######## mdu_iter ########
mdu_iter/cell_density.png
21 x 21 tiles, from black (low) to pale yellow (high), 0 to 100% covered.
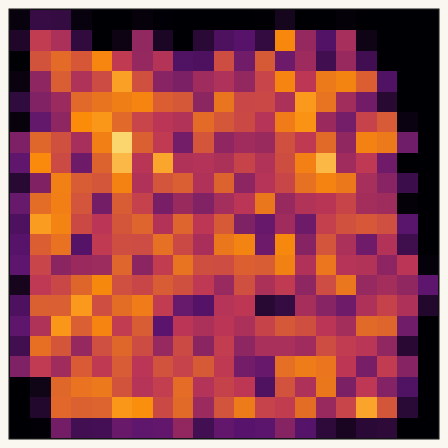

[src/rtl/mdu_pkg.sv]
// mdu_pkg: shared opcode/state encodings and the iteration count for the
// iterative multiply/divide unit.
// Contents: op_e (MULTU/MULT/DIVU/DIV), state_e (IDLE/CALC/FIX), MDU_ITERS.
package mdu_pkg;

  typedef enum logic [1:0] {
    OP_MULTU = 2'b00,
    OP_MULT  = 2'b01,
    OP_DIVU  = 2'b10,
    OP_DIV   = 2'b11
  } op_e;

  typedef enum logic [1:0] {
    IDLE = 2'b00,
    CALC = 2'b01,
    FIX  = 2'b10
  } state_e;

  localparam int MDU_ITERS = 32;

endpackage

[src/rtl/mdu_step.sv]
// mdu_step: one iteration of the shift-add multiply or the restoring
// shift-subtract divide, purely combinational, no backpressure.
// Ports: div (1 = divide step), acc (2*WIDTH accumulator), m (multiplicand
//        or divisor magnitude), acc_next (accumulator after this step).
module mdu_step #(
  parameter int WIDTH = 32
) (
  input  logic               div,
  input  logic [2*WIDTH-1:0] acc,
  input  logic [WIDTH-1:0]   m,
  output logic [2*WIDTH-1:0] acc_next
);

  // Multiply: acc = {partial product, remaining multiplier bits}. Add the
  // multiplicand into the upper half when the current multiplier bit is set,
  // then shift the whole thing right, keeping the carry out of the add.
  logic [WIDTH:0] mul_sum;

  // Divide: acc = {partial remainder, remaining dividend bits}. Shift left
  // one bit into a WIDTH+1 trial remainder and subtract if it fits.
  logic [WIDTH:0] div_rem;
  logic [WIDTH:0] div_diff;
  logic           div_fits;

  always_comb begin
    mul_sum  = {1'b0, acc[2*WIDTH-1:WIDTH]} + (acc[0] ? {1'b0, m} : '0);
    div_rem  = acc[2*WIDTH-1:WIDTH-1];
    div_diff = div_rem - {1'b0, m};
    div_fits = (div_rem >= {1'b0, m});

    if (div) begin
      if (div_fits) begin
        acc_next = {div_diff[WIDTH-1:0], acc[WIDTH-2:0], 1'b1};
      end else begin
        acc_next = {div_rem[WIDTH-1:0], acc[WIDTH-2:0], 1'b0};
      end
    end else begin
      acc_next = {mul_sum, acc[WIDTH-1:1]};
    end
  end

endmodule

[src/rtl/mdu_iter.sv]
// mdu_iter: iterative 32-bit MULT/MULTU/DIV/DIVU with the result in HI/LO.
// Latency: 33 cycles from the start edge to done; start ignored while busy.
// Ports: clk, rst_n (async active-low), start/op/a/b request, busy, done
//        (1-cycle pulse), hi/lo result, div_by_zero (held until next done).
module mdu_iter
  import mdu_pkg::*;
#(
  parameter int WIDTH = 32
) (
  input  logic             clk,
  input  logic             rst_n,
  input  logic             start,
  input  logic [1:0]       op,
  input  logic [WIDTH-1:0] a,
  input  logic [WIDTH-1:0] b,
  output logic             busy,
  output logic             done,
  output logic [WIDTH-1:0] hi,
  output logic [WIDTH-1:0] lo,
  output logic             div_by_zero
);

  state_e             state;
  op_e                op_q;
  logic [5:0]         cnt;
  logic               neg_a;
  logic               neg_b;
  logic               b_zero;
  logic [WIDTH-1:0]   m;
  logic [2*WIDTH-1:0] acc;
  logic [2*WIDTH-1:0] acc_next;

  // Operand magnitudes; op[0] marks the signed variants. The magnitude of the
  // most negative value wraps to itself, which is correct read as unsigned.
  logic             in_signed;
  logic [WIDTH-1:0] a_mag;
  logic [WIDTH-1:0] b_mag;

  logic             is_div;
  logic [WIDTH-1:0] fix_hi;
  logic [WIDTH-1:0] fix_lo;

  always_comb begin
    in_signed = op[0];
    a_mag     = (in_signed && a[WIDTH-1]) ? -a : a;
    b_mag     = (in_signed && b[WIDTH-1]) ? -b : b;
  end

  assign is_div = (op_q == OP_DIVU) || (op_q == OP_DIV);

  mdu_step #(.WIDTH(WIDTH)) u_step (
    .div      (is_div),
    .acc      (acc),
    .m        (m),
    .acc_next (acc_next)
  );

  // Sign correction. For a zero divisor every trial subtract succeeds, so the
  // remainder ends up equal to the dividend magnitude; the dividend-sign fix
  // below then restores the original a, and only lo needs overriding.
  always_comb begin
    fix_hi = acc[2*WIDTH-1:WIDTH];
    fix_lo = acc[WIDTH-1:0];
    if (is_div) begin
      if (neg_a ^ neg_b) fix_lo = -acc[WIDTH-1:0];
      if (neg_a)         fix_hi = -acc[2*WIDTH-1:WIDTH];
      if (b_zero)        fix_lo = '1;
    end else if (neg_a ^ neg_b) begin
      {fix_hi, fix_lo} = -acc;
    end
  end

  always_ff @(posedge clk or negedge rst_n) begin
    if (!rst_n) begin
      state       <= IDLE;
      op_q        <= OP_MULTU;
      cnt         <= '0;
      neg_a       <= 1'b0;
      neg_b       <= 1'b0;
      b_zero      <= 1'b0;
      m           <= '0;
      acc         <= '0;
      busy        <= 1'b0;
      done        <= 1'b0;
      hi          <= '0;
      lo          <= '0;
      div_by_zero <= 1'b0;
    end else begin
      case (state)
        IDLE: begin
          // busy stays up through the done cycle and drops with done here,
          // unless a back-to-back start is taken on this same edge.
          done <= 1'b0;
          cnt  <= '0;
          if (start) begin
            state  <= CALC;
            busy   <= 1'b1;
            op_q   <= op_e'(op);
            neg_a  <= in_signed && a[WIDTH-1];
            neg_b  <= in_signed && b[WIDTH-1];
            b_zero <= (b == '0);
            if (op[1]) begin
              m   <= b_mag;
              acc <= {{WIDTH{1'b0}}, a_mag};
            end else begin
              m   <= a_mag;
              acc <= {{WIDTH{1'b0}}, b_mag};
            end
          end else begin
            busy <= 1'b0;
          end
        end

        CALC: begin
          acc <= acc_next;
          cnt <= cnt + 6'd1;
          if (cnt == 6'(MDU_ITERS - 1)) state <= FIX;
        end

        FIX: begin
          hi          <= fix_hi;
          lo          <= fix_lo;
          div_by_zero <= is_div && b_zero;
          done        <= 1'b1;
          state       <= IDLE;
        end

        default: state <= IDLE;
      endcase
    end
  end

endmodule

[config.mk]
export PLATFORM = sky130hd
export DESIGN_NAME = mdu_iter
export DESIGN_NICKNAME = d
export VERILOG_FILES = /design/src/rtl/mdu_pkg.sv /design/src/rtl/mdu_step.sv /design/src/rtl/mdu_iter.sv
export SDC_FILE = /design/constraint.sdc
export NUM_CORES = 1
export LEC_CHECK = 0
export CORE_MARGIN = 5
export CORE_UTILIZATION = 41
export CTS_CLUSTER_SIZE = 16
export DETAILED_ROUTE_END_ITERATION = 16
export PLACE_DENSITY = 0.6
export SYNTH_ARGS = -nofsm -noshare
export SYNTH_HDL_FRONTEND = slang
export SYNTH_HIERARCHICAL = 1
export SYNTH_SLANG_ARGS = --single-unit
[constraint.sdc]
create_clock -name clk -period 3.97 [get_ports clk]
set_input_delay 0.794 -clock clk [delete_from_list [all_inputs] [get_ports clk]]
set_output_delay 0.794 -clock clk [all_outputs]
set_load 0.03 [all_outputs]
######## serial_add_sequencer ########
$ cat config.mk
export PLATFORM = sky130hd
export DESIGN_NAME = serial_add_sequencer
export DESIGN_NICKNAME = d
export VERILOG_FILES = /design/src/rtl/serial_add_sequencer.sv
export SDC_FILE = /design/constraint.sdc
export NUM_CORES = 1
export LEC_CHECK = 0
export CAP_MARGIN = 30
export CORE_UTILIZATION = 45
export CTS_CLUSTER_SIZE = 14
export DETAILED_ROUTE_END_ITERATION = 8
export HOLD_SLACK_MARGIN = 0.1
export PLACE_DENSITY_LB_ADDON = 0.15
export SETUP_SLACK_MARGIN = 0.2
export SLEW_MARGIN = 5
export SYNTH_ARGS = -nofsm -noshare
export SYNTH_HDL_FRONTEND = slang
export SYNTH_SLANG_ARGS = --single-unit
$ cat constraint.sdc
create_clock -name clk -period 5.42 [get_ports clk]
set_clock_uncertainty 0.15 [all_clocks]
set_input_delay 1.084 -clock clk [delete_from_list [all_inputs] [get_ports clk]]
set_output_delay 1.084 -clock clk [all_outputs]
set_load 0.02 [all_outputs]
$ cat src/rtl/serial_add_sequencer.sv
// Bit-serial-by-nibble wide adder: one shared 4-bit ripple adder is stepped across the operands, LSB slice first.
// Optional signed-overflow flag is compiled in with `define OVERFLOW_DETECT_EN.

module ripple_carry_adder (
    input  logic [3:0] a,
    input  logic [3:0] b,
    input  logic       cin,
    output logic [3:0] sum,
    output logic       cout
);

    logic [4:0] carry;

    always_comb begin
        carry    = '0;
        sum      = '0;
        carry[0] = cin;
        for (int i = 0; i < 4; i++) begin
            sum[i]       = a[i] ^ b[i] ^ carry[i];
            carry[i+1]   = (a[i] & b[i]) | (carry[i] & (a[i] ^ b[i]));
        end
        cout = carry[4];
    end

endmodule

module serial_add_sequencer #(
    parameter int WIDTH = 16
) (
    input  logic             clk,
    input  logic             rst,
    input  logic             start,
    input  logic [WIDTH-1:0] a,
    input  logic [WIDTH-1:0] b,
    input  logic             cin,
    output logic             busy,
    output logic             done,
    output logic [WIDTH-1:0] sum,
    output logic             cout,
    output logic             ovf
);

    localparam int NSLICE = WIDTH / 4;
    localparam int CW     = (NSLICE > 1) ? $clog2(NSLICE) : 1;
    localparam logic [CW-1:0] LAST = CW'(NSLICE - 1);

    localparam logic [1:0] IDLE = 2'd0;
    localparam logic [1:0] RUN  = 2'd1;
    localparam logic [1:0] DONE = 2'd2;

    logic [1:0]       state;
    logic [CW-1:0]    cnt;
    logic             carry;
    logic [WIDTH-1:0] op_a;
    logic [WIDTH-1:0] op_b;
    logic [WIDTH-1:0] res;
    logic [WIDTH-1:0] sum_q;
    logic             cout_q;

    logic [CW+1:0]    base;
    logic [3:0]       slice_a;
    logic [3:0]       slice_b;
    logic [3:0]       slice_sum;
    logic             slice_cout;
    logic [WIDTH-1:0] next_res;
    logic             accept;

    assign base     = {cnt, 2'b00};
    assign slice_a  = op_a[base +: 4];
    assign slice_b  = op_b[base +: 4];
    // Each slice result enters at the top, so after NSLICE shifts slice 0 sits at the LSB.
    assign next_res = {slice_sum, res[WIDTH-1:4]};
    assign accept   = start && (state == IDLE || state == DONE);

    ripple_carry_adder u_rca (
        .a    (slice_a),
        .b    (slice_b),
        .cin  (carry),
        .sum  (slice_sum),
        .cout (slice_cout)
    );

    always_ff @(posedge clk or posedge rst) begin
        if (rst) begin
            state  <= IDLE;
            cnt    <= '0;
            carry  <= 1'b0;
            op_a   <= '0;
            op_b   <= '0;
            res    <= '0;
            sum_q  <= '0;
            cout_q <= 1'b0;
        end else if (accept) begin
            op_a  <= a;
            op_b  <= b;
            carry <= cin;
            cnt   <= '0;
            state <= RUN;
        end else begin
            case (state)
                RUN: begin
                    res   <= next_res;
                    carry <= slice_cout;
                    cnt   <= cnt + 1'b1;
                    if (cnt == LAST) begin
                        sum_q  <= next_res;
                        cout_q <= slice_cout;
                        state  <= DONE;
                    end
                end
                default: state <= IDLE;
            endcase
        end
    end

`ifdef OVERFLOW_DETECT_EN
    logic ovf_q;
    logic ovf_next;

    assign ovf_next = (op_a[WIDTH-1] == op_b[WIDTH-1]) && (next_res[WIDTH-1] != op_a[WIDTH-1]);

    always_ff @(posedge clk or posedge rst) begin
        if (rst)
            ovf_q <= 1'b0;
        else if (!accept && state == RUN && cnt == LAST)
            ovf_q <= ovf_next;
    end

    assign ovf = ovf_q;
`else
    assign ovf = 1'b0;
`endif

    assign busy = (state == RUN);
    assign done = (state == DONE);
    assign sum  = sum_q;
    assign cout = cout_q;

endmodule

######## if_fetch_unit ########
<file path="src/rtl/if_fetch_unit.sv">
// if_fetch_unit
//   Fetch-stage producer for the IF/ID pipeline register. Owns the PC and
//   issues instruction-memory reads over a held-request interface: once
//   imem_read is raised, the read stays high and imem_address stays stable
//   until imem_resp arrives. Handles stalls from downstream and redirects
//   (branch/JMP/TRAP) that land while a read is in flight.
//
// Parameters
//   RESET_PC        PC value loaded on reset
//   NOP_INSTR       instruction presented when no valid fetch is available
//
// Ports
//   clk             clock, all state updates on the rising edge
//   reset           synchronous, active-high reset
//   stall           downstream hazard; IF/ID must hold
//   redirect_valid  one-cycle pulse: continue fetching at redirect_pc
//   redirect_pc     redirect target (bit 0 forced to 0)
//   imem_read       read request, held high until imem_resp
//   imem_address    read address, stable while a request is outstanding
//   imem_rdata      instruction data, valid in the imem_resp cycle
//   imem_resp       one-cycle response strobe
//   if_plus2_out    pc+2 of the presented instruction
//   if_instr_out    instruction for IF/ID; NOP_INSTR when nothing is valid
//   if_id_load      IF/ID load enable (= ~stall)
//
// Build option
//   FETCH_SKID_EN   when defined, a response that arrives under stall is parked
//                   in a one-entry hold buffer and presented once stall drops.
//                   When undefined, that response is discarded and the same
//                   address is refetched after the stall clears.

module if_fetch_unit #(
    parameter logic [15:0] RESET_PC  = 16'h0000,
    parameter logic [15:0] NOP_INSTR = 16'h0000
) (
    input  logic        clk,
    input  logic        reset,
    input  logic        stall,
    input  logic        redirect_valid,
    input  logic [15:0] redirect_pc,
    output logic        imem_read,
    output logic [15:0] imem_address,
    input  logic [15:0] imem_rdata,
    input  logic        imem_resp,
    output logic [15:0] if_plus2_out,
    output logic [15:0] if_instr_out,
    output logic        if_id_load
);

    logic [15:0] pc_q, pc_d;
    logic [15:0] pending_pc_q, pending_pc_d;
    logic        squash_q, squash_d;
    // Set when reset lands on an in-flight read: the late response must be dropped.
    logic        stale_q, stale_d;
    // A read was presented last cycle and has not been answered yet.
    logic        outstanding_q;
    logic [15:0] redirect_target;
    logic        drop;

`ifdef FETCH_SKID_EN
    typedef enum logic [0:0] {StFetch, StHold} state_e;
    state_e      state_q, state_d;
    logic [15:0] hold_instr_q, hold_instr_d;
    logic [15:0] hold_pc_q, hold_pc_d;
`else
    // Response was discarded under stall; keep the bus idle until stall drops.
    logic        refetch_wait_q, refetch_wait_d;
`endif

    assign redirect_target = redirect_pc & 16'hFFFE;
    assign drop            = squash_q | stale_q | redirect_valid;

    always_comb begin
        pc_d         = pc_q;
        pending_pc_d = pending_pc_q;
        squash_d     = squash_q;
        stale_d      = stale_q;
        imem_read    = 1'b0;
        imem_address = pc_q;
        if_instr_out = NOP_INSTR;
        if_plus2_out = pc_q + 16'd2;
        if_id_load   = ~stall;
`ifdef FETCH_SKID_EN
        state_d      = state_q;
        hold_instr_d = hold_instr_q;
        hold_pc_d    = hold_pc_q;
`else
        refetch_wait_d = refetch_wait_q;
`endif

        if (reset) begin
            imem_address = RESET_PC;
            if_plus2_out = RESET_PC + 16'd2;
`ifdef FETCH_SKID_EN
        end else if (state_q == StHold) begin
            // Buffered instruction waits here with the bus idle.
            imem_read    = 1'b0;
            if_plus2_out = hold_pc_q + 16'd2;
            if (redirect_valid) begin
                pc_d    = redirect_target;
                state_d = StFetch;
            end else if (!stall) begin
                if_instr_out = hold_instr_q;
                pc_d         = hold_pc_q + 16'd2;
                state_d      = StFetch;
            end
`endif
        end else begin
            imem_read = 1'b1;
`ifndef FETCH_SKID_EN
            if (refetch_wait_q) begin
                if (stall) begin
                    imem_read = 1'b0;
                end else begin
                    refetch_wait_d = 1'b0;
                end
            end
`endif
            if (imem_resp) begin
                squash_d = 1'b0;
                stale_d  = 1'b0;
                if (drop) begin
                    if (redirect_valid) begin
                        pc_d = redirect_target;
                    end else if (squash_q) begin
                        pc_d = pending_pc_q;
                    end
                end else if (!stall) begin
                    if_instr_out = imem_rdata;
                    pc_d         = pc_q + 16'd2;
                end else begin
`ifdef FETCH_SKID_EN
                    hold_instr_d = imem_rdata;
                    hold_pc_d    = pc_q;
                    state_d      = StHold;
`else
                    refetch_wait_d = 1'b1;
`endif
                end
            end else if (redirect_valid) begin
                if (imem_read) begin
                    // Address must not move under an in-flight read; park the target.
                    pending_pc_d = redirect_target;
                    squash_d     = 1'b1;
                end else begin
                    pc_d = redirect_target;
                end
            end
        end
    end

    always_ff @(posedge clk) begin
        if (reset) begin
            pc_q          <= RESET_PC;
            pending_pc_q  <= RESET_PC;
            squash_q      <= 1'b0;
            stale_q       <= (stale_q | outstanding_q) & ~imem_resp;
            outstanding_q <= 1'b0;
`ifdef FETCH_SKID_EN
            state_q       <= StFetch;
            hold_instr_q  <= 16'h0000;
            hold_pc_q     <= 16'h0000;
`else
            refetch_wait_q <= 1'b0;
`endif
        end else begin
            pc_q          <= pc_d;
            pending_pc_q  <= pending_pc_d;
            squash_q      <= squash_d;
            stale_q       <= stale_d;
            outstanding_q <= imem_read & ~imem_resp;
`ifdef FETCH_SKID_EN
            state_q       <= state_d;
            hold_instr_q  <= hold_instr_d;
            hold_pc_q     <= hold_pc_d;
`else
            refetch_wait_q <= refetch_wait_d;
`endif
        end
    end

`ifndef SYNTHESIS
    req_stable_a : assert property (@(posedge clk)
        (!reset && imem_read && !imem_resp) |=>
        (reset || (imem_read && $stable(imem_address))));

    resp_expected_a : assert property (@(posedge clk)
        (!reset && imem_resp) |-> (outstanding_q || stale_q));
`endif

endmodule

</file>
<file path="config.mk">
export PLATFORM = sky130hd
export DESIGN_NAME = if_fetch_unit
export DESIGN_NICKNAME = d
export VERILOG_FILES = /design/src/rtl/if_fetch_unit.sv
export SDC_FILE = /design/constraint.sdc
export NUM_CORES = 1
export LEC_CHECK = 0
export CORE_MARGIN = 2
export CORE_UTILIZATION = 40
export DETAILED_ROUTE_END_ITERATION = 8
export GPL_ROUTABILITY_DRIVEN = 0
export PLACE_DENSITY = 0.86
export RECOVER_POWER = 50
export SETUP_SLACK_MARGIN = 0.05
export SLEW_MARGIN = 20
export SYNTH_ARGS = -nofsm -noshare
export SYNTH_HDL_FRONTEND = slang
export SYNTH_SLANG_ARGS = --single-unit
</file>
<file path="constraint.sdc">
create_clock -name clk -period 2.1 [get_ports clk]
set_clock_uncertainty 0.1 [all_clocks]
set_input_delay 0.42 -clock clk [delete_from_list [all_inputs] [get_ports clk]]
set_output_delay 0.42 -clock clk [all_outputs]
set_load 0.02 [all_outputs]
</file>
######## rect_index_proposer ########
===== src/rtl/rect_index_proposer_pkg.sv =====
// Shared types and constants for the rectangle-loop swap path
// (index proposer and rectangle-loop consumer).
package rect_loop_pkg;

    typedef enum logic [2:0] {
        IDLE    = 3'd0,
        DRAW_R0 = 3'd1,
        DRAW_R1 = 3'd2,
        DRAW_C0 = 3'd3,
        DRAW_C1 = 3'd4,
        OFFER   = 3'd5,
        DONE    = 3'd6
    } state_t;

    // Galois right-shift taps for x^16 + x^14 + x^13 + x^11 + 1.
    localparam logic [15:0] LFSR_TAP_MASK = 16'hB400;

    localparam int RECT_IDX_W = 8;

    typedef struct packed {
        logic [RECT_IDX_W-1:0] r0;
        logic [RECT_IDX_W-1:0] c0;
        logic [RECT_IDX_W-1:0] r1;
        logic [RECT_IDX_W-1:0] c1;
    } rect_idx_t;

endpackage


===== src/rtl/rect_index_proposer_lfsr.sv =====
// Right-shifting Galois LFSR with synchronous reset to SEED, a load port
// and a step enable; load wins over step.
module lfsr_galois #(
    parameter int               WIDTH = 16,
    parameter logic [WIDTH-1:0] TAPS  = WIDTH'(16'hB400),
    parameter logic [WIDTH-1:0] SEED  = WIDTH'(16'hACE1)
) (
    input  logic             clk,
    input  logic             rst_n,
    input  logic             en,
    input  logic             load,
    input  logic [WIDTH-1:0] load_val,
    output logic [WIDTH-1:0] q
);

    logic [WIDTH-1:0] state_r;
    logic [WIDTH-1:0] step_s;

    // Next LFSR value: shift right, fold taps in when a one falls out.
    always_comb begin
        step_s = {1'b0, state_r[WIDTH-1:1]};
        if (state_r[0]) begin
            step_s = {1'b0, state_r[WIDTH-1:1]} ^ TAPS;
        end else begin
            step_s = {1'b0, state_r[WIDTH-1:1]};
        end
    end

    // LFSR state register.
    always_ff @(posedge clk) begin
        if (!rst_n) begin
            state_r <= SEED;
        end else if (load) begin
            state_r <= load_val;
        end else if (en) begin
            state_r <= step_s;
        end else begin
            state_r <= state_r;
        end
    end

    assign q = state_r;

endmodule


===== src/rtl/rect_index_proposer.sv =====
// Proposes random rectangle corners (r0,c0,r1,c1), r0!=r1 and c0!=c1, by
// rejection sampling an LFSR, and offers each over valid/ready in bursts.
module rect_index_proposer
    import rect_loop_pkg::*;
#(
    parameter int                MATRIX_ROW = 2,
    parameter int                MATRIX_COL = 2,
    parameter int                ITERATION  = 8,
    parameter int                LFSR_W     = 16,
    parameter logic [LFSR_W-1:0] SEED       = LFSR_W'(16'hACE1),
    localparam int               ROW_W      = (MATRIX_ROW > 2) ? $clog2(MATRIX_ROW) : 1,
    localparam int               COL_W      = (MATRIX_COL > 2) ? $clog2(MATRIX_COL) : 1,
    localparam int               CNT_W      = $clog2(ITERATION + 1)
) (
    input  logic              clk,
    input  logic              rst_n,
    input  logic              start,
    input  logic              seed_load,
    input  logic [LFSR_W-1:0] seed_in,
    output logic              idx_valid,
    input  logic              idx_ready,
    output logic [ROW_W-1:0]  r0,
    output logic [COL_W-1:0]  c0,
    output logic [ROW_W-1:0]  r1,
    output logic [COL_W-1:0]  c1,
    output logic [CNT_W-1:0]  count,
    output logic              busy,
    output logic              done
);

    if (MATRIX_ROW < 2) begin : g_bad_row
        $error("rect_index_proposer: MATRIX_ROW must be >= 2");
    end
    if (MATRIX_COL < 2) begin : g_bad_col
        $error("rect_index_proposer: MATRIX_COL must be >= 2");
    end
    if (ITERATION < 1) begin : g_bad_iter
        $error("rect_index_proposer: ITERATION must be >= 1");
    end
    if ((LFSR_W < ROW_W) || (LFSR_W < COL_W)) begin : g_bad_lfsr_w
        $error("rect_index_proposer: LFSR_W narrower than an index");
    end
    if (SEED == {LFSR_W{1'b0}}) begin : g_bad_seed
        $error("rect_index_proposer: SEED must be nonzero");
    end

    localparam logic [ROW_W:0]   ROW_LIM  = (ROW_W + 1)'(MATRIX_ROW);
    localparam logic [COL_W:0]   COL_LIM  = (COL_W + 1)'(MATRIX_COL);
    localparam logic [CNT_W-1:0] CNT_LAST = CNT_W'(ITERATION);

    state_t            state_r;
    state_t            next_state_s;
    logic [LFSR_W-1:0] lfsr_q_s;
    logic [LFSR_W-1:0] seed_val_s;
    logic              lfsr_en_s;
    logic              lfsr_load_s;
    logic              accept_s;
    logic [ROW_W-1:0]  row_cand_s;
    logic [COL_W-1:0]  col_cand_s;
    logic              row_in_range_s;
    logic              col_in_range_s;
    logic [CNT_W-1:0]  count_inc_s;
    logic              unused_lfsr_s;

    logic [ROW_W-1:0]  r0_r;
    logic [COL_W-1:0]  c0_r;
    logic [ROW_W-1:0]  r1_r;
    logic [COL_W-1:0]  c1_r;
    logic [CNT_W-1:0]  count_r;
    logic              idx_valid_r;
    logic              busy_r;
    logic              done_r;

    // A zero seed would lock the LFSR, so it falls back to SEED.
    assign seed_val_s = (seed_in == {LFSR_W{1'b0}}) ? SEED : seed_in;

    lfsr_galois #(
        .WIDTH (LFSR_W),
        .TAPS  (LFSR_W'(LFSR_TAP_MASK)),
        .SEED  (SEED)
    ) u_lfsr (
        .clk      (clk),
        .rst_n    (rst_n),
        .en       (lfsr_en_s),
        .load     (lfsr_load_s),
        .load_val (seed_val_s),
        .q        (lfsr_q_s)
    );

    assign row_cand_s     = lfsr_q_s[ROW_W-1:0];
    assign col_cand_s     = lfsr_q_s[COL_W-1:0];
    assign row_in_range_s = ({1'b0, row_cand_s} < ROW_LIM);
    assign col_in_range_s = ({1'b0, col_cand_s} < COL_LIM);
    assign count_inc_s    = count_r + CNT_W'(1);
    assign unused_lfsr_s  = ^lfsr_q_s;

    // Next-state logic; the LFSR steps on every cycle spent drawing.
    always_comb begin
        next_state_s = state_r;
        lfsr_en_s    = 1'b0;
        lfsr_load_s  = 1'b0;
        accept_s     = 1'b0;
        case (state_r)
            IDLE: begin
                lfsr_load_s = seed_load;
                if (start) begin
                    next_state_s = DRAW_R0;
                end else begin
                    next_state_s = IDLE;
                end
            end
            DRAW_R0: begin
                lfsr_en_s    = 1'b1;
                accept_s     = row_in_range_s;
                next_state_s = accept_s ? DRAW_R1 : DRAW_R0;
            end
            DRAW_R1: begin
                lfsr_en_s    = 1'b1;
                accept_s     = row_in_range_s && (row_cand_s != r0_r);
                next_state_s = accept_s ? DRAW_C0 : DRAW_R1;
            end
            DRAW_C0: begin
                lfsr_en_s    = 1'b1;
                accept_s     = col_in_range_s;
                next_state_s = accept_s ? DRAW_C1 : DRAW_C0;
            end
            DRAW_C1: begin
                lfsr_en_s    = 1'b1;
                accept_s     = col_in_range_s && (col_cand_s != c0_r);
                next_state_s = accept_s ? OFFER : DRAW_C1;
            end
            OFFER: begin
                if (idx_ready) begin
                    next_state_s = (count_inc_s == CNT_LAST) ? DONE : DRAW_R0;
                end else begin
                    next_state_s = OFFER;
                end
            end
            DONE: begin
                next_state_s = IDLE;
            end
            default: begin
                next_state_s = IDLE;
            end
        endcase
    end

    // State, burst counter and status outputs, registered from the next state.
    always_ff @(posedge clk) begin
        if (!rst_n) begin
            state_r     <= IDLE;
            count_r     <= {CNT_W{1'b0}};
            idx_valid_r <= 1'b0;
            busy_r      <= 1'b0;
            done_r      <= 1'b0;
        end else begin
            state_r     <= next_state_s;
            idx_valid_r <= (next_state_s == OFFER);
            busy_r      <= (next_state_s != IDLE);
            done_r      <= (next_state_s == DONE);
            case (state_r)
                IDLE: begin
                    if (start) begin
                        count_r <= {CNT_W{1'b0}};
                    end else begin
                        count_r <= count_r;
                    end
                end
                OFFER: begin
                    if (idx_ready) begin
                        count_r <= count_inc_s;
                    end else begin
                        count_r <= count_r;
                    end
                end
                default: begin
                    count_r <= count_r;
                end
            endcase
        end
    end

    // Corner registers capture accepted candidates and otherwise hold.
    always_ff @(posedge clk) begin
        if (!rst_n) begin
            r0_r <= {ROW_W{1'b0}};
            c0_r <= {COL_W{1'b0}};
            r1_r <= {ROW_W{1'b0}};
            c1_r <= {COL_W{1'b0}};
        end else if (accept_s) begin
            case (state_r)
                DRAW_R0: r0_r <= row_cand_s;
                DRAW_R1: r1_r <= row_cand_s;
                DRAW_C0: c0_r <= col_cand_s;
                DRAW_C1: c1_r <= col_cand_s;
                default: begin
                    r0_r <= r0_r;
                end
            endcase
        end else begin
            r0_r <= r0_r;
            c0_r <= c0_r;
            r1_r <= r1_r;
            c1_r <= c1_r;
        end
    end

    assign idx_valid = idx_valid_r;
    assign busy      = busy_r;
    assign done      = done_r;
    assign count     = count_r;
    assign r0        = r0_r;
    assign c0        = c0_r;
    assign r1        = r1_r;
    assign c1        = c1_r;

endmodule


===== config.mk =====
export PLATFORM = sky130hd
export DESIGN_NAME = rect_index_proposer
export DESIGN_NICKNAME = d
export VERILOG_FILES = /design/src/rtl/rect_index_proposer_pkg.sv /design/src/rtl/rect_index_proposer_lfsr.sv /design/src/rtl/rect_index_proposer.sv
export SDC_FILE = /design/constraint.sdc
export NUM_CORES = 1
export LEC_CHECK = 0
export CAP_MARGIN = 20
export CORE_AREA = 2 2 66 68
export DETAILED_ROUTE_END_ITERATION = 10
export DIE_AREA = 0 0 68 70
export PLACE_DENSITY = 0.68
export SLEW_MARGIN = 5
export SYNTH_ARGS = -nofsm -noshare
export SYNTH_HDL_FRONTEND = slang
export SYNTH_SLANG_ARGS = --single-unit
export TNS_END_PERCENT = 1

===== constraint.sdc =====
create_clock -name clk -period 2 [get_ports clk]
set_input_delay 0.4 -clock clk [delete_from_list [all_inputs] [get_ports clk]]
set_output_delay 0.4 -clock clk [all_outputs]
set_load 0.01 [all_outputs]

serial_add_sequencer/cell_density.png
8 x 8 tiles, from black (low) to pale yellow (high), 0 to 100% covered.
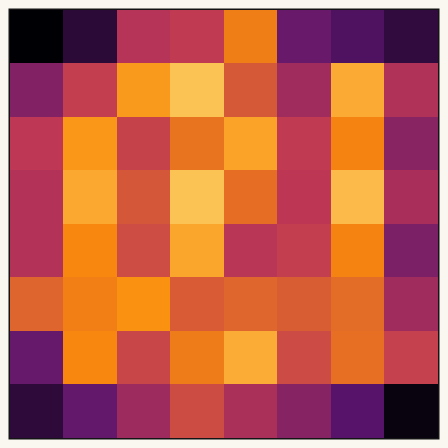
tiles over 75% full: 17%
mean over tiles: 54%
fullest tile: 87%

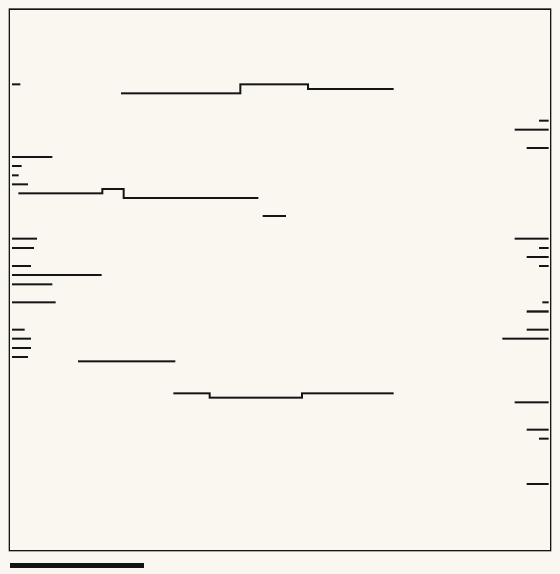
serial_add_sequencer/layer_met3.png
Scale bar: 20 um.
nets with wire on the layer: 31
share of all routed wire: 4.9%

==> qor.csv, serial_add_sequencer <==
metric,value,unit
outcome,"finished, final reports clean",
ys_sh_xor,0,%
critPathTopFamily,buffers and inverters,
regToRegSetupSlack,2.23,ns
power_combinational,971,uW
clk_share,5.60,%
cp.depth,3,
switchingPower,773,uW
p_leak,1.60,nW
comb_cells,110,
crit_type,register to primary output,
cp-endpoint,busy,
clock_path_buffers,2,
die_height,80.8,um
grt_pass1_wl,8220,um
grt-busiest-layer,met2,
seq-power,907,uW
layout_top_cells,"dfrtp_1, clkdlybuf4s50_1, nand2_1",
internal_power,1.50,mW
critPathArrivalTime,2.30,ns
setup_tns,0,ns
totalPowerFinal,2.27,mW
met2_length,2290,um
cp_slowest_cell,clkdlybuf4s50_1,
seq_area_frac_synth,59.1,%
placed_area,3400,um^2
critical_path.cell_chain,nand2b_1 -> inv_1 -> clkdlybuf4s50_1,
antenna_found_initial,0,
clock_latency,0.33,ns
clock_buffers,15,
required,4.19,ns
synth.top_cell.area_share,59.1,%
fmax,283,MHz
final_cell_area,3600,um^2
post-route-min-period,3.53,ns
synth_nets,239,
tritoncts,yes,
final_nets,295,
holdWs,0.326,ns
grt.met3_usage,6.29,%
warnings,26,
grtUsageMet2,27.6,%
seq_share,45.9,%
drive_gt1_share,18.5,%
synth.avg_cell_area,14.1,um^2
worst_slack,1.89,ns
area_leaders,"dfrtp_1, mux2_1, mux2_2",
ff_type,dfrtp_1,
swShare,34.0,%
min_from,res[4],
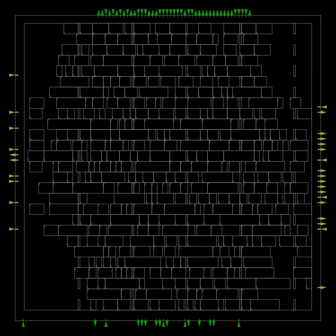
if_fetch_unit/placement.png
Site Rows: 27
Layout Cells excl Fill: 498
Layout Utilization: 72.8%
flop share of the area: 18.1%
sequential cell count: 34

==> qor.csv, if_fetch_unit <==
metric,value,unit
ys_sh_aoi,18.9,%
grt-busiest-layer,met2,
clockPowerShare,26.6,%
grt-ovfl-total,0,
grtUsageMet2,49.2,%
wl,8950,um
setup_violations,30,
outcome,"finished, violations left",
antenna_found_initial,0,
final_cell_area,3940,um^2
max_stage_delay,0.37,ns
mux_share,6.81,%
htreeDepth,2,
worst_slack,-0.159,ns
viasPerCell,5.66,
reg.largest.list,"pc_q (15), pending_pc_q (15)",
synth_cells,277,
violations,setup timing,
dieArea,6120,um^2
met2_length,4520,um
buffers,161,
clock_buffers,7,
clock_path_buffers,2,
fmax,443,MHz
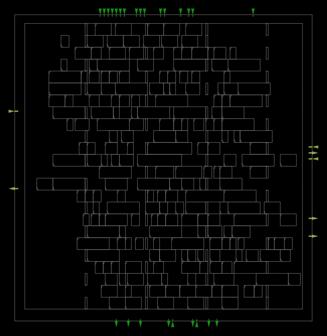
rect_index_proposer/placement.png
flop share of the area: 29.4%
Layout Utilization: 49.3%
Tap Cells: 52

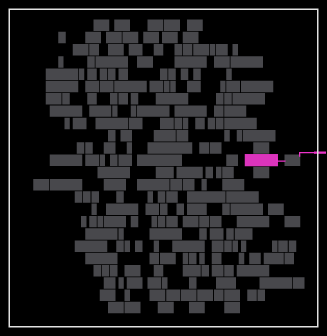
rect_index_proposer/io_fan.png
legend:
  busy:
    colour: magenta
    direction: output
    end_cells: 1
    buffers: 1
    wire: 6.80 um

==> qor.csv, rect_index_proposer <==
metric,value,unit
cp.depth,6,
grt_max_degree,28,
internal_power,1.41,mW
grt_pass1_vias,1303,
grtUsageMet2,22.3,%
antenna_found_initial,0,
rr_worst_depth,5,
tritoncts,yes,
edf_count,0,
seq_power_share,40.0,%
synth.top_cell.area_share,38.5,%
grt.met3_usage,4.03,%
cts-root-buf,clkbuf_8,
placed_cells,260,
power_combinational,803,uW
ff_type,dfxtp_1,
post_cts_buffers,0,
placed_area,1950,um^2
syn_to_final_growth,31.1,%
yosys-stat-area,1560,um^2
cap_violations,0,
synthSimpleGateAreaFrac,24.4,%
final_common_cell,clkdlybuf4s50_1,
synth_nets,202,
rows,24,
ys_warn_count,0,
largest_register_ffs,16,
top_area_cell,dfxtp_1,
clk_pin_slew_worst_paths,0.06,ns
cp-endpoint,count[2],
worst-path-buf-inv,1,
critPathArrivalTime,1.89,ns
outcome,"finished, final reports clean",
min_from,u_lfsr.q[2],
viasPerCell,5.37,
cp_slowest_cell,clkdlybuf4s50_1,
layout_top_cells,"clkdlybuf4s50_1, dfxtp_1, nand2_1",
synthAdderAreaFrac,1.61,%
crit_type,primary input to register,
dieWidth,68,um
clock_path_buffers,2,
clock_sinks,30,
grt-ovfl-total,0,
wl_met1,1820,um
power.group.top,sequential cells,
grt_pass1_wl,6140,um
synth.avg_cell_area,8.71,um^2
htreeDepth,2,
r2r-end,u_lfsr.q[6],
crit_path_start_kind,primary input,
max-slew-margin-rel,68.7,%
clock_latency,0.27,ns
totalPowerFinal,2.15,mW
cp_max_fo,5,
logic_area,886,um^2
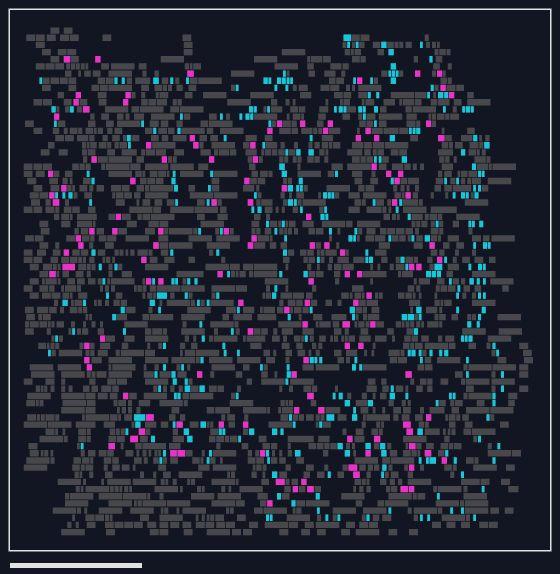
mdu_iter/logic_types.png
Scale bar: 50 um.
legend:
  NAND gates:
    colour: cyan
    cells: 343
    most_used: nand2_1
  AND and OR gates:
    colour: magenta
    cells: 127
    most_used: and2_1
    where: all over the die

Notes on mdu_iter/cell_density.png above:
fullest tile: 91%
tiles over 75% full: 3.4%
mean over tiles: 42%
emptiest ninth of the die: upper right
nearly empty tiles: 11%

==> qor.csv, mdu_iter <==
metric,value,unit
clock_buffers,17,
grt.met3_usage,3.37,%
drc,0,
ff_type,dfrtp_1,
setup.worst_path.end_class,register,
seq_power_share,21.7,%
hold_class,primary input to asynchronous set/reset pin,
power_combinational,11.6,mW
totalPowerFinal,17.0,mW
power.group.top,combinational cells,
met3_length,3380,um
synth.avg_cell_area,7.89,um^2
cp-endpoint,acc[63],
yosys.cell_count.top_type,nand2_1,
outcome,"finished, final reports clean",
final_cell_area,18200,um^2
top_area_cell,dfrtp_1,
largest_register_ffs,64,
p_clk,1.74,mW
placed_area,17600,um^2


==> layout pictures side by side <==
The metal 3 layer.
image #1
Scale bar: 50 um.
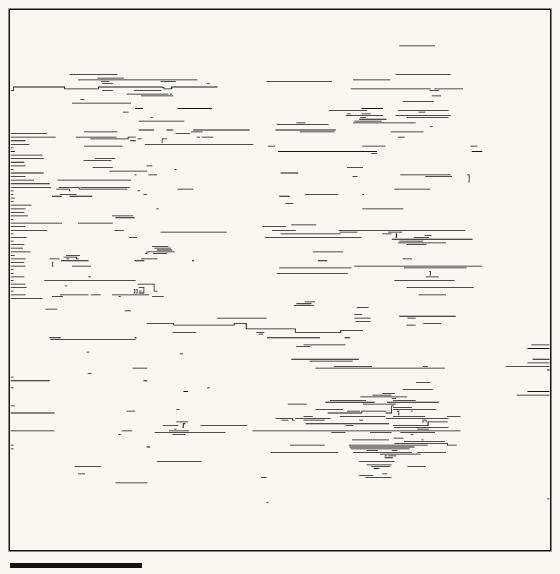
image #2
Scale bar: 20 um.
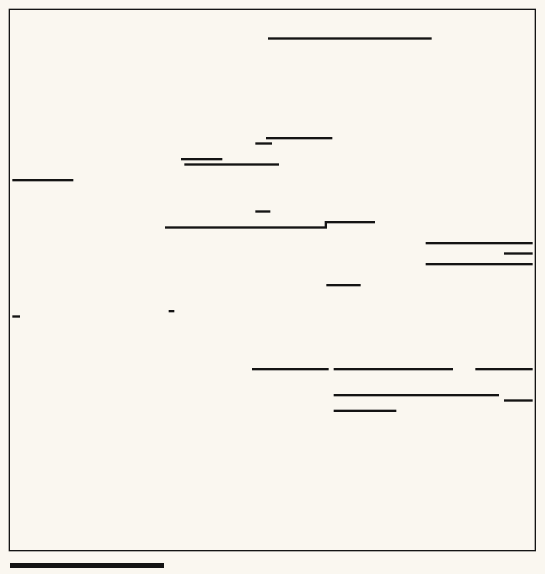
image #3
Scale bar: 20 um.
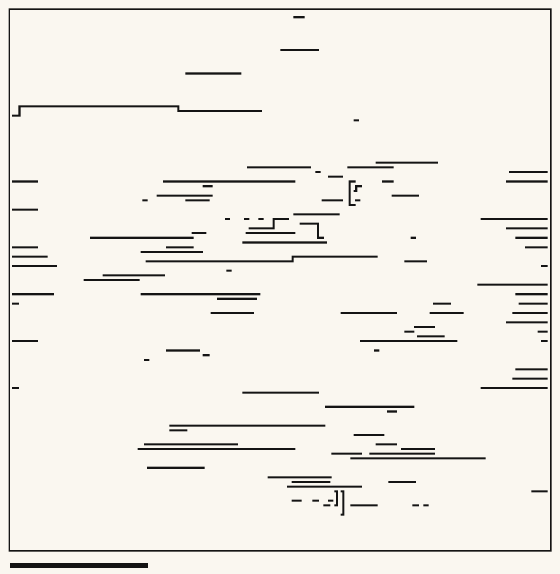
- rect_index_proposer = image #2
- if_fetch_unit = image #3
- mdu_iter = image #1
The one with the smallest die is image #2.
The one with the largest die is image #1.

Key to image #3:
wire length on this layer: 613 um
main direction: horizontal
nets with wire on the layer: 84


==> notes/layouts.md <==
Pictures saved along the way, in no particular order.

Gate families picked out.
Scale bar: 20 um.
(a)
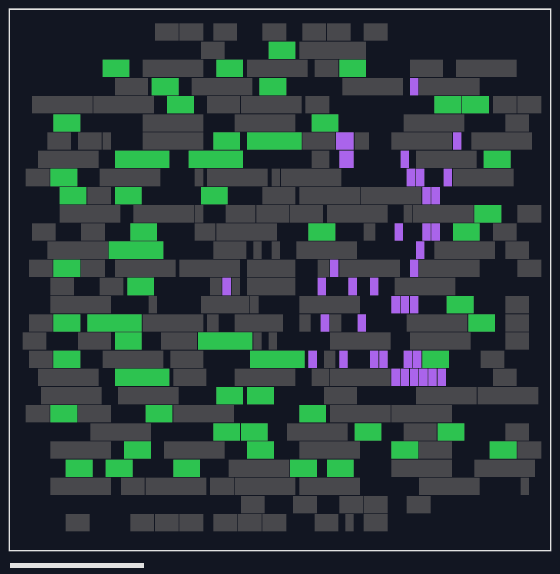
(b)
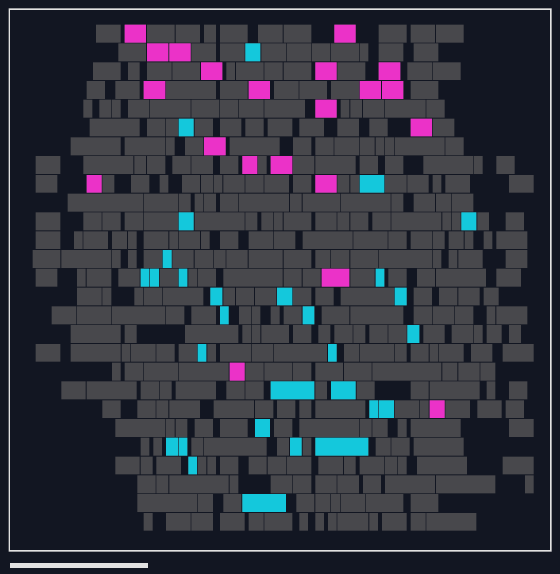
(c)
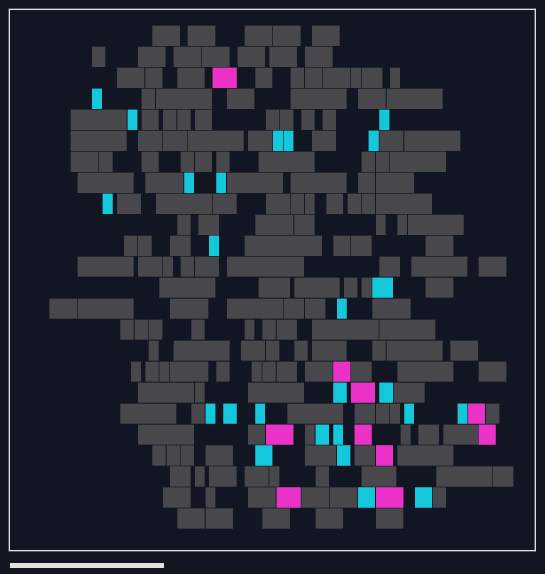
- smallest die: (c)
- fewest cells: (c)
- rect_index_proposer = (c)
- serial_add_sequencer = (a)
- if_fetch_unit = (b)

Key to (a):
legend:
  NAND gates:
    colour: purple
    cells: 37
    most_used: nand2_1
    where: middle right
  multiplexers:
    colour: green
    cells: 55
    most_used: mux2_1
    where: all over the die

Power is estimated from default activity; no workload was simulated.
